=== binary_to_bcd ===
**binary_to_bcd: clock nets**

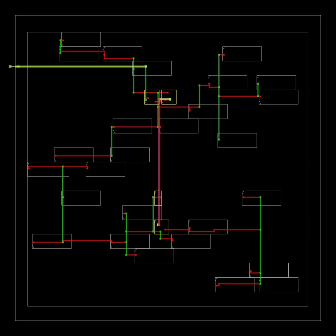

==> src/rtl/bcd_pkg.sv <==
// -----------------------------------------------------------------------------
// bcd_pkg
// Shared types and helpers for the binary-to-BCD conversion path.
//   bcd_digit_t  : one packed BCD digit (0..9 when valid, up to 12 transiently)
//   b2b_state_t  : converter FSM states
//   digits_for() : minimum number of decimal digits needed to represent any
//                  unsigned value of a given binary width
// -----------------------------------------------------------------------------
package bcd_pkg;

    typedef logic [3:0] bcd_digit_t;

    typedef enum logic [1:0] {
        IDLE  = 2'd0,
        SHIFT = 2'd1,
        DONE  = 2'd2
    } b2b_state_t;

    // Counts decimal digits of the largest value (2**bin_width - 1).
    // Widths of 64 and above saturate to the all-ones 64-bit value, which is
    // far beyond any realistic display path.
    function automatic int digits_for(input int bin_width);
        longint unsigned max_val;
        int              d;
        if (bin_width >= 64) begin
            max_val = '1;
        end else begin
            max_val = (64'd1 << bin_width) - 64'd1;
        end
        d = 1;
        for (int i = 0; i < 20; i++) begin
            if (max_val >= 64'd10) begin
                max_val = max_val / 64'd10;
                d       = d + 1;
            end
        end
        return d;
    endfunction

endpackage

==> src/rtl/bcd_add3_digit.sv <==
// -----------------------------------------------------------------------------
// bcd_add3_digit
// Combinational double-dabble correction for a single BCD digit: a digit of
// 5 or more gets +3 so that the following left shift carries into the next
// decimal position.
// Ports:
//   digit      in   bcd_digit_t   digit before correction
//   corrected  out  bcd_digit_t   digit after correction (at most 12)
// -----------------------------------------------------------------------------
module bcd_add3_digit
    import bcd_pkg::*;
(
    input  bcd_digit_t digit,
    output bcd_digit_t corrected
);

    // Input never exceeds 9 in normal operation, so the 4-bit sum cannot wrap.
    always_comb begin
        corrected = digit;
        if (digit >= 4'd5) begin
            corrected = digit + 4'd3;
        end
    end

endmodule

==> src/rtl/binary_to_bcd.sv <==
// -----------------------------------------------------------------------------
// binary_to_bcd
// Sequential double-dabble converter: one shift-add-3 iteration per clock.
// An unsigned binary word is accepted on the input handshake and, BinWidth
// edges later, a packed BCD result is presented on the output handshake.
//
// Parameters:
//   BinWidth  width of the binary input (>= 1)
//   Digits    number of BCD digits produced (>= 1)
//   Width     packed BCD width, derived as Digits*4 (do not override)
//
// Ports:
//   clk        in   1         rising-edge clock
//   rst_n      in   1         synchronous active-low reset
//   in_valid   in   1         bin holds a value to convert
//   in_ready   out  1         converter idle, accepts bin
//   bin        in   BinWidth  unsigned binary input
//   out_valid  out  1         bcd/overflow hold a finished result
//   out_ready  in   1         consumer takes the result
//   bcd        out  Width     digit i at bcd[i*4+:4], digit 0 least significant
//   overflow   out  1         value did not fit in Digits digits
//
// Handshakes: a transfer happens on a rising edge where valid and ready are
// both high. The producer holds valid (and its data) until that edge; ready
// may depend on state but never on the partner's valid. in_ready is high only
// in IDLE and out_valid only in DONE, so a result is never taken on the same
// edge that a new input is accepted.
// -----------------------------------------------------------------------------
module binary_to_bcd
    import bcd_pkg::*;
#(
    parameter int BinWidth = 8,
    parameter int Digits   = 3,
    parameter int Width    = Digits * 4
) (
    input  logic                clk,
    input  logic                rst_n,
    input  logic                in_valid,
    output logic                in_ready,
    input  logic [BinWidth-1:0] bin,
    output logic                out_valid,
    input  logic                out_ready,
    output logic [Width-1:0]    bcd,
    output logic                overflow
);

    localparam int              CntW     = $clog2(BinWidth + 1);
    localparam logic [CntW-1:0] LastIter = CntW'(BinWidth - 1);

    // Undersized digit counts are legal: the result is then bin mod 10**Digits
    // and overflow flags it. This is reported for information only.
    if (Digits < digits_for(BinWidth)) begin : g_range_note
        $info("binary_to_bcd: Digits=%0d is below the %0d needed for BinWidth=%0d; large inputs will set overflow",
              Digits, digits_for(BinWidth), BinWidth);
    end

    b2b_state_t            state;
    b2b_state_t            state_next;
    logic [BinWidth-1:0]   bin_sr;
    logic [Width-1:0]      bcd_acc;
    logic [Width-1:0]      corrected;
    logic                  overflow_r;
    logic [CntW-1:0]       count;

    // One add-3 corrector per digit; digits are corrected independently.
    for (genvar i = 0; i < Digits; i++) begin : g_digit
        bcd_add3_digit u_add3 (
            .digit     (bcd_acc[i*4 +: 4]),
            .corrected (corrected[i*4 +: 4])
        );
    end

    // in_ready is forced low during reset so nothing is accepted while the
    // converter is being cleared.
    assign in_ready  = rst_n && (state == IDLE);
    assign out_valid = (state == DONE);
    assign bcd       = bcd_acc;
    assign overflow  = overflow_r;

    // State register
    always_ff @(posedge clk) begin
        if (!rst_n) begin
            state <= IDLE;
        end else begin
            state <= state_next;
        end
    end

    // Next-state logic
    always_comb begin
        state_next = state;
        case (state)
            IDLE: begin
                if (in_valid) begin
                    state_next = SHIFT;
                end
            end
            SHIFT: begin
                // count holds the number of iterations already completed, so
                // this edge performs the final one.
                if (count == LastIter) begin
                    state_next = DONE;
                end
            end
            DONE: begin
                if (out_ready) begin
                    state_next = IDLE;
                end
            end
            default: begin
                state_next = IDLE;
            end
        endcase
    end

    // Datapath: load on accept, iterate in SHIFT, hold otherwise (including
    // DONE, which keeps bcd/overflow stable under backpressure).
    always_ff @(posedge clk) begin
        if (!rst_n) begin
            bin_sr     <= '0;
            bcd_acc    <= '0;
            overflow_r <= 1'b0;
            count      <= '0;
        end else begin
            case (state)
                IDLE: begin
                    if (in_valid) begin
                        bin_sr     <= bin;
                        bcd_acc    <= '0;
                        overflow_r <= 1'b0;
                        count      <= '0;
                    end
                end
                SHIFT: begin
                    // {bcd_acc, bin_sr} shifted left by one after correction.
                    // The bit leaving the top digit is worth 10**Digits; it is
                    // dropped and remembered as overflow, leaving the lower
                    // digits exact.
                    bcd_acc    <= {corrected[Width-2:0], bin_sr[BinWidth-1]};
                    bin_sr     <= bin_sr << 1;
                    overflow_r <= overflow_r | corrected[Width-1];
                    count      <= count + 1'b1;
                end
                default: begin
                end
            endcase
        end
    end

endmodule

==> config.mk <==
export PLATFORM = sky130hd
export DESIGN_NAME = binary_to_bcd
export DESIGN_NICKNAME = d
export VERILOG_FILES = /design/src/rtl/bcd_pkg.sv /design/src/rtl/bcd_add3_digit.sv /design/src/rtl/binary_to_bcd.sv
export SDC_FILE = /design/constraint.sdc
export NUM_CORES = 1
export LEC_CHECK = 0
export CORE_MARGIN = 2
export CORE_UTILIZATION = 51
export CTS_CLUSTER_DIAMETER = 120
export CTS_CLUSTER_SIZE = 10
export DETAILED_ROUTE_END_ITERATION = 7
export PLACE_DENSITY = 0.78
export SLEW_MARGIN = 5
export SYNTH_ARGS = -nofsm -noshare
export SYNTH_HDL_FRONTEND = slang
export SYNTH_HIERARCHICAL = 1
export SYNTH_SLANG_ARGS = --single-unit
==> constraint.sdc <==
create_clock -name clk -period 1.78 [get_ports clk]
set_clock_uncertainty 0.2 [all_clocks]
set_input_delay 0.356 -clock clk [delete_from_list [all_inputs] [get_ports clk]]
set_output_delay 0.356 -clock clk [all_outputs]
set_load 0.02 [all_outputs]
=== modred_iter_ctrl ===
**src/rtl/modred_iter_ctrl.sv**
```systemverilog
// Iterative Montgomery reduction sequencer driving one shared external reduction stage.
// Latency L_ITER*STAGE_LAT+1 cycles from accept; the result is held in DONE until out_ready.
module modred_iter_ctrl #(
    parameter int DATA_SIZE = 16,
    parameter int W_SIZE    = 8,
    parameter int L_ITER    = 2,
    parameter int STAGE_LAT = 2
) (
    input  logic                          clk,
    input  logic                          reset,
    input  logic                          in_valid,
    output logic                          in_ready,
    input  logic [2*DATA_SIZE-1:0]        in_data,
    input  logic [DATA_SIZE-W_SIZE-1:0]   q_h,
    output logic [2*DATA_SIZE:0]          stg_t1,
    output logic [DATA_SIZE-W_SIZE-1:0]   stg_qh,
    input  logic [2*DATA_SIZE:0]          stg_c,
    output logic                          out_valid,
    input  logic                          out_ready,
    output logic [DATA_SIZE-1:0]          out_data,
    output logic                          busy
);

    localparam int AW = 2*DATA_SIZE + 1;
    localparam int IW = $clog2(L_ITER + 1);
    localparam int CW = $clog2(STAGE_LAT + 1);
    localparam logic [IW-1:0] ITER_LAST = IW'(L_ITER - 1);
    localparam logic [CW-1:0] WCNT_LAST = CW'(STAGE_LAT - 1);

    typedef enum logic [1:0] {IDLE, RUN, CORR, DONE} state_t;

    state_t                        state;
    logic [IW-1:0]                 iter;
    logic [CW-1:0]                 wcnt;
    logic [AW-1:0]                 acc;
    logic [DATA_SIZE-W_SIZE-1:0]   qh_reg;
    logic [AW-1:0]                 q_full;

    // q = qH*2^W + 1, widened to the accumulator width for the final compare
    assign q_full   = AW'({qh_reg, W_SIZE'(1)});
    assign stg_t1   = acc;
    assign stg_qh   = qh_reg;
    assign busy     = (state != IDLE);
    assign in_ready = (state == IDLE) && !reset;

    always_ff @(posedge clk or posedge reset) begin
        if (reset) begin
            state     <= IDLE;
            iter      <= '0;
            wcnt      <= '0;
            acc       <= '0;
            qh_reg    <= '0;
            out_data  <= '0;
            out_valid <= 1'b0;
        end else begin
            case (state)
                IDLE: begin
                    if (in_valid) begin
                        acc    <= AW'(in_data);
                        qh_reg <= q_h;
                        iter   <= '0;
                        wcnt   <= '0;
                        state  <= RUN;
                    end
                end
                RUN: begin
                    // stg_t1 has been stable for STAGE_LAT cycles only on this count
                    if (wcnt == WCNT_LAST) begin
                        acc  <= stg_c;
                        wcnt <= '0;
                        iter <= iter + IW'(1);
                        if (iter == ITER_LAST)
                            state <= CORR;
                    end else begin
                        wcnt <= wcnt + CW'(1);
                    end
                end
                CORR: begin
                    out_data  <= (acc >= q_full) ? (acc[DATA_SIZE-1:0] - q_full[DATA_SIZE-1:0])
                                                 : acc[DATA_SIZE-1:0];
                    out_valid <= 1'b1;
                    state     <= DONE;
                end
                DONE: begin
                    if (out_ready) begin
                        out_valid <= 1'b0;
                        state     <= IDLE;
                    end
                end
                default: state <= IDLE;
            endcase
        end
    end

endmodule
```
**config.mk**
```make
export PLATFORM = sky130hd
export DESIGN_NAME = modred_iter_ctrl
export DESIGN_NICKNAME = d
export VERILOG_FILES = /design/src/rtl/modred_iter_ctrl.sv
export SDC_FILE = /design/constraint.sdc
export NUM_CORES = 1
export LEC_CHECK = 0
export ABC_CLOCK_PERIOD_IN_PS = 3300
export CAP_MARGIN = 20
export CORE_ASPECT_RATIO = 1.4
export CORE_MARGIN = 4
export CORE_UTILIZATION = 40
export DETAILED_ROUTE_END_ITERATION = 16
export PLACE_DENSITY = 0.73
export SLEW_MARGIN = 10
export SYNTH_ARGS = -nofsm -noshare
export SYNTH_HDL_FRONTEND = slang
export SYNTH_SLANG_ARGS = --single-unit
```
**constraint.sdc**
```tcl
create_clock -name clk -period 3.3 [get_ports clk]
set_clock_uncertainty 0.2 [all_clocks]
set_input_delay 0.66 -clock clk [delete_from_list [all_inputs] [get_ports clk]]
set_output_delay 0.66 -clock clk [all_outputs]
set_load 0.01 [all_outputs]
```
**modred_iter_ctrl: drive-strength map**

Scale bar: 20 um.
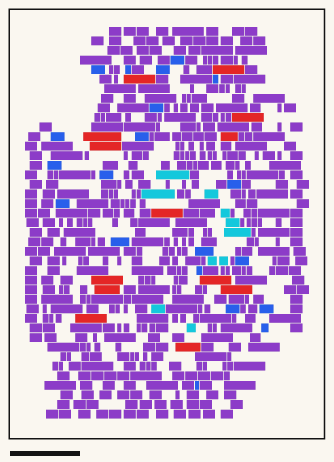
legend:
  drive 2:
    colour: blue
    cells: 20
    share: 3.8%
  drive 1 or less:
    colour: purple
    cells: 483
    share: 92%
  drive 6 and up:
    colour: red
    cells: 13
    share: 2.5%
  drive 3 to 4:
    colour: cyan
    cells: 10
    share: 1.9%
Area Growth Syn to Fin: 48.5%
final instance area: 5480 um2
Final WS setup: 0.346 ns
nonclk buf count: 142

==> flow_metrics.env, modred_iter_ctrl <==
# flow metrics
export IMPL_status="finished, final reports clean"
export IMPL_max_stage_delay_ns=0.41
export IMPL_synth_main_ff_cell="dfrtp_1"
export IMPL_fp_dieH_um=122
export IMPL_endpoint_kind="register"
export IMPL_final_core_util=0.607
export IMPL_grt_setup_unrepaired="no"
export IMPL_wl_met3_um=530
export IMPL_topCellsByArea="dfrtp_1 43%, mux2i_1 10%, a21oi_1 6.0%"
export IMPL_track_usage=0.194
export IMPL_critPathKind="register to register"
export IMPL_antenna_found_initial=0
export IMPL_fin_hold_ws_ns=0.298
export IMPL_p_leak_nw=2.30
export IMPL_reg2reg_from="stg_t1[10]"
export IMPL_crit_end="out_data[3]"
export IMPL_grt_pass1_wl_um=16400
export IMPL_gp_congestion=0.770
export IMPL_clock_latency_ns=0.33
export IMPL_netlist_area_um2=3690
export IMPL_pre_cts_slack_ns=0.354
[modred_iter_ctrl: state kept, by name, summed over array words and instances (netlist names)]
signal     count
out_data      16
stg_qh         8
out_valid      1
iter           2
wcnt           2
state          2
stg_t1        33
[modred_iter_ctrl: kinds of logic (layout without fill, tap and decap cells)]
group           count (synthesis)  after routing  synth area share
compound gates                 89             89             0.156
xor+xnor                        6              6            0.0142
fa+ha+maj                      16             16            0.0542
buf+inv                        51            191            0.0546
flops                          64             64             0.434
mux                            50             50             0.140
simple gates                  110            110             0.147
[modred_iter_ctrl: cell type report]
class	count	area (um2)	area share
multi-input combinational	271	1900	0.346
tap	107	134	0.0244
clock buffer	11	243	0.0443
sequential	64	1600	0.292
timing repair buffer	142	1430	0.261
clock inverter	4	45.0	0.00822
inverter	34	128	0.0233
[modred_iter_ctrl: power by group through the flow]
stage / Clock (mW) / Sequential [mW] / Combinational, mW
after floorplan: 0 / 1.66 / 1.99
after global placement: 0 / 1.55 / 3.40
after detailed placement: 0 / 1.57 / 3.50
after CTS: 0.947 / 1.56 / 3.51
after global routing: 0.986 / 1.62 / 3.86
final: 0.930 / 1.56 / 3.48
**binary_to_bcd: layout detail**

Region (28, 0) to (58, 30) um. Cells in grey, sequential cells in the stronger grey; small squares are vias.
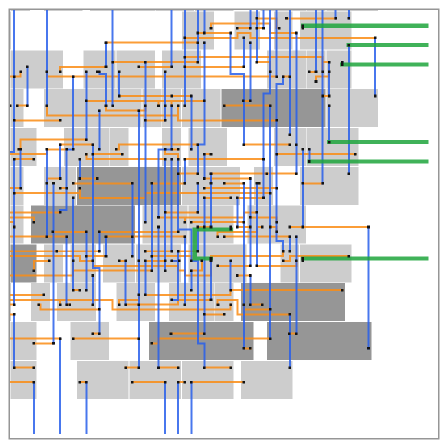
legend:
  met1:
    colour: orange
  met2:
    colour: blue
  met3:
    colour: green
sequential cells in the window: 6
cells with their middle in the window: 56
most frequent: clkdlybuf4s50_1 (10), buf_4 (7)
netlist names of flops here include: bin_sr (5), state (1)

## Picture notes: 'clock nets' of binary_to_bcd
Num CTS Buffers: 3
clkbuf count: 4
# clock sinks: 27

==> flow_metrics.env, binary_to_bcd <==
# flow metrics
export IMPL_cts_root_buf="clkbuf_4"
export IMPL_topCellsByArea="dfxtp_1 37%, a22oi_1 7.2%, nor2_1 6.1%"
export IMPL_setup_viol=0
export IMPL_status="finished, final reports clean"
export IMPL_mux_share=0.0273
export IMPL_tns_ns=0
export IMPL_htree_levels=1
export IMPL_wl_met1_um=1470
export IMPL_wl_met3_um=135
export IMPL_ys_seq_share=0.369
export IMPL_grt_use_met1=0.248
export IMPL_pin_count=27
export IMPL_seq_share=0.295
export IMPL_drive_gt1_frac=0.156
export IMPL_reg2reg_depth=7
export IMPL_fin_crit_sh=0.969
export IMPL_ys_sh_aoi=0.250
export IMPL_tightestPinTransition_ns=0.464
==> binary_to_bcd: how the worst max path moves through the flow <==
stage / from / end / cells past startpoint
after floorplan: bcd[9] / bcd[10] / 7
after detailed placement: rst_n / in_ready / 4
final: bcd[11] / bcd[11] / 1
after global placement: rst_n / in_ready / 4
after CTS: state[1] / out_valid / 2
after global routing: state[1] / out_valid / 2
==> binary_to_bcd: state kept, by name, summed over array words and instances, names as in the netlist <==
register  count
overflow      1
state         2
bin_sr        8
bcd          12
count         4
==> binary_to_bcd: cell usage in the layout (no fill, tap or decap), types with 3 or more instances in the layout <==
cell type        Yosys  routed
mux2i_1              4       4
a2bb2oi_1            3       3
a22oi_1             14      14
buf_4                1      14
dlygate4sd2_1        0      13
nand3_1              3       3
nor2_1              24      24
xnor2_1              3       3
ha_1                 7       7
a21oi_2              3       3
inv_1               15      15
nand2_1             13      13
clkbuf_4             0       3
clkdlybuf4s50_1      0      11
o21ai_0              5       5
dfxtp_1             27      26
o21ai_1              3       3
o221a_2              3       3
nand2b_1             9       9
a221oi_1             3       3
==> binary_to_bcd: kinds of logic after synthesis <==
family,Yosys count
compound gates,46
xor+xnor,3
fa+ha+maj,7
buf+inv,25
flops,27
mux,4
simple gates,57


==> gallery <==
Sequential cells grouped by signal name.
Scale bar: 20 um. Other sequential cells in the stronger grey, the rest of the logic in the fainter grey.
picture 1
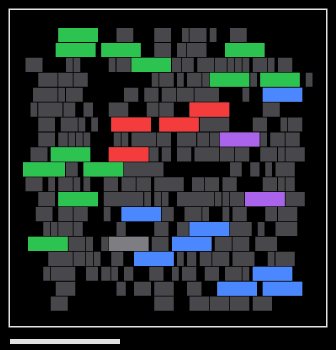
picture 2
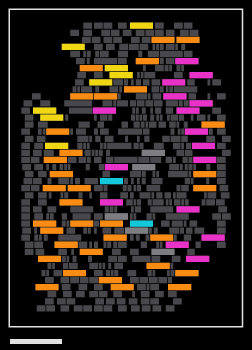
| picture | from |
|---|---|
| picture 2 | modred_iter_ctrl |
| picture 1 | binary_to_bcd |
The one with the largest die is picture 2.
The one with the most sequential cells is picture 2.

Key to picture 2:
legend:
  out_data:
    colour: magenta
    flops: 16
  stg_qh:
    colour: yellow
    flops: 8
  stg_t1:
    colour: orange
    flops: 33
  wcnt:
    colour: cyan
    flops: 2

Power figures rest on the tool's default switching activity, not on a simulated workload.
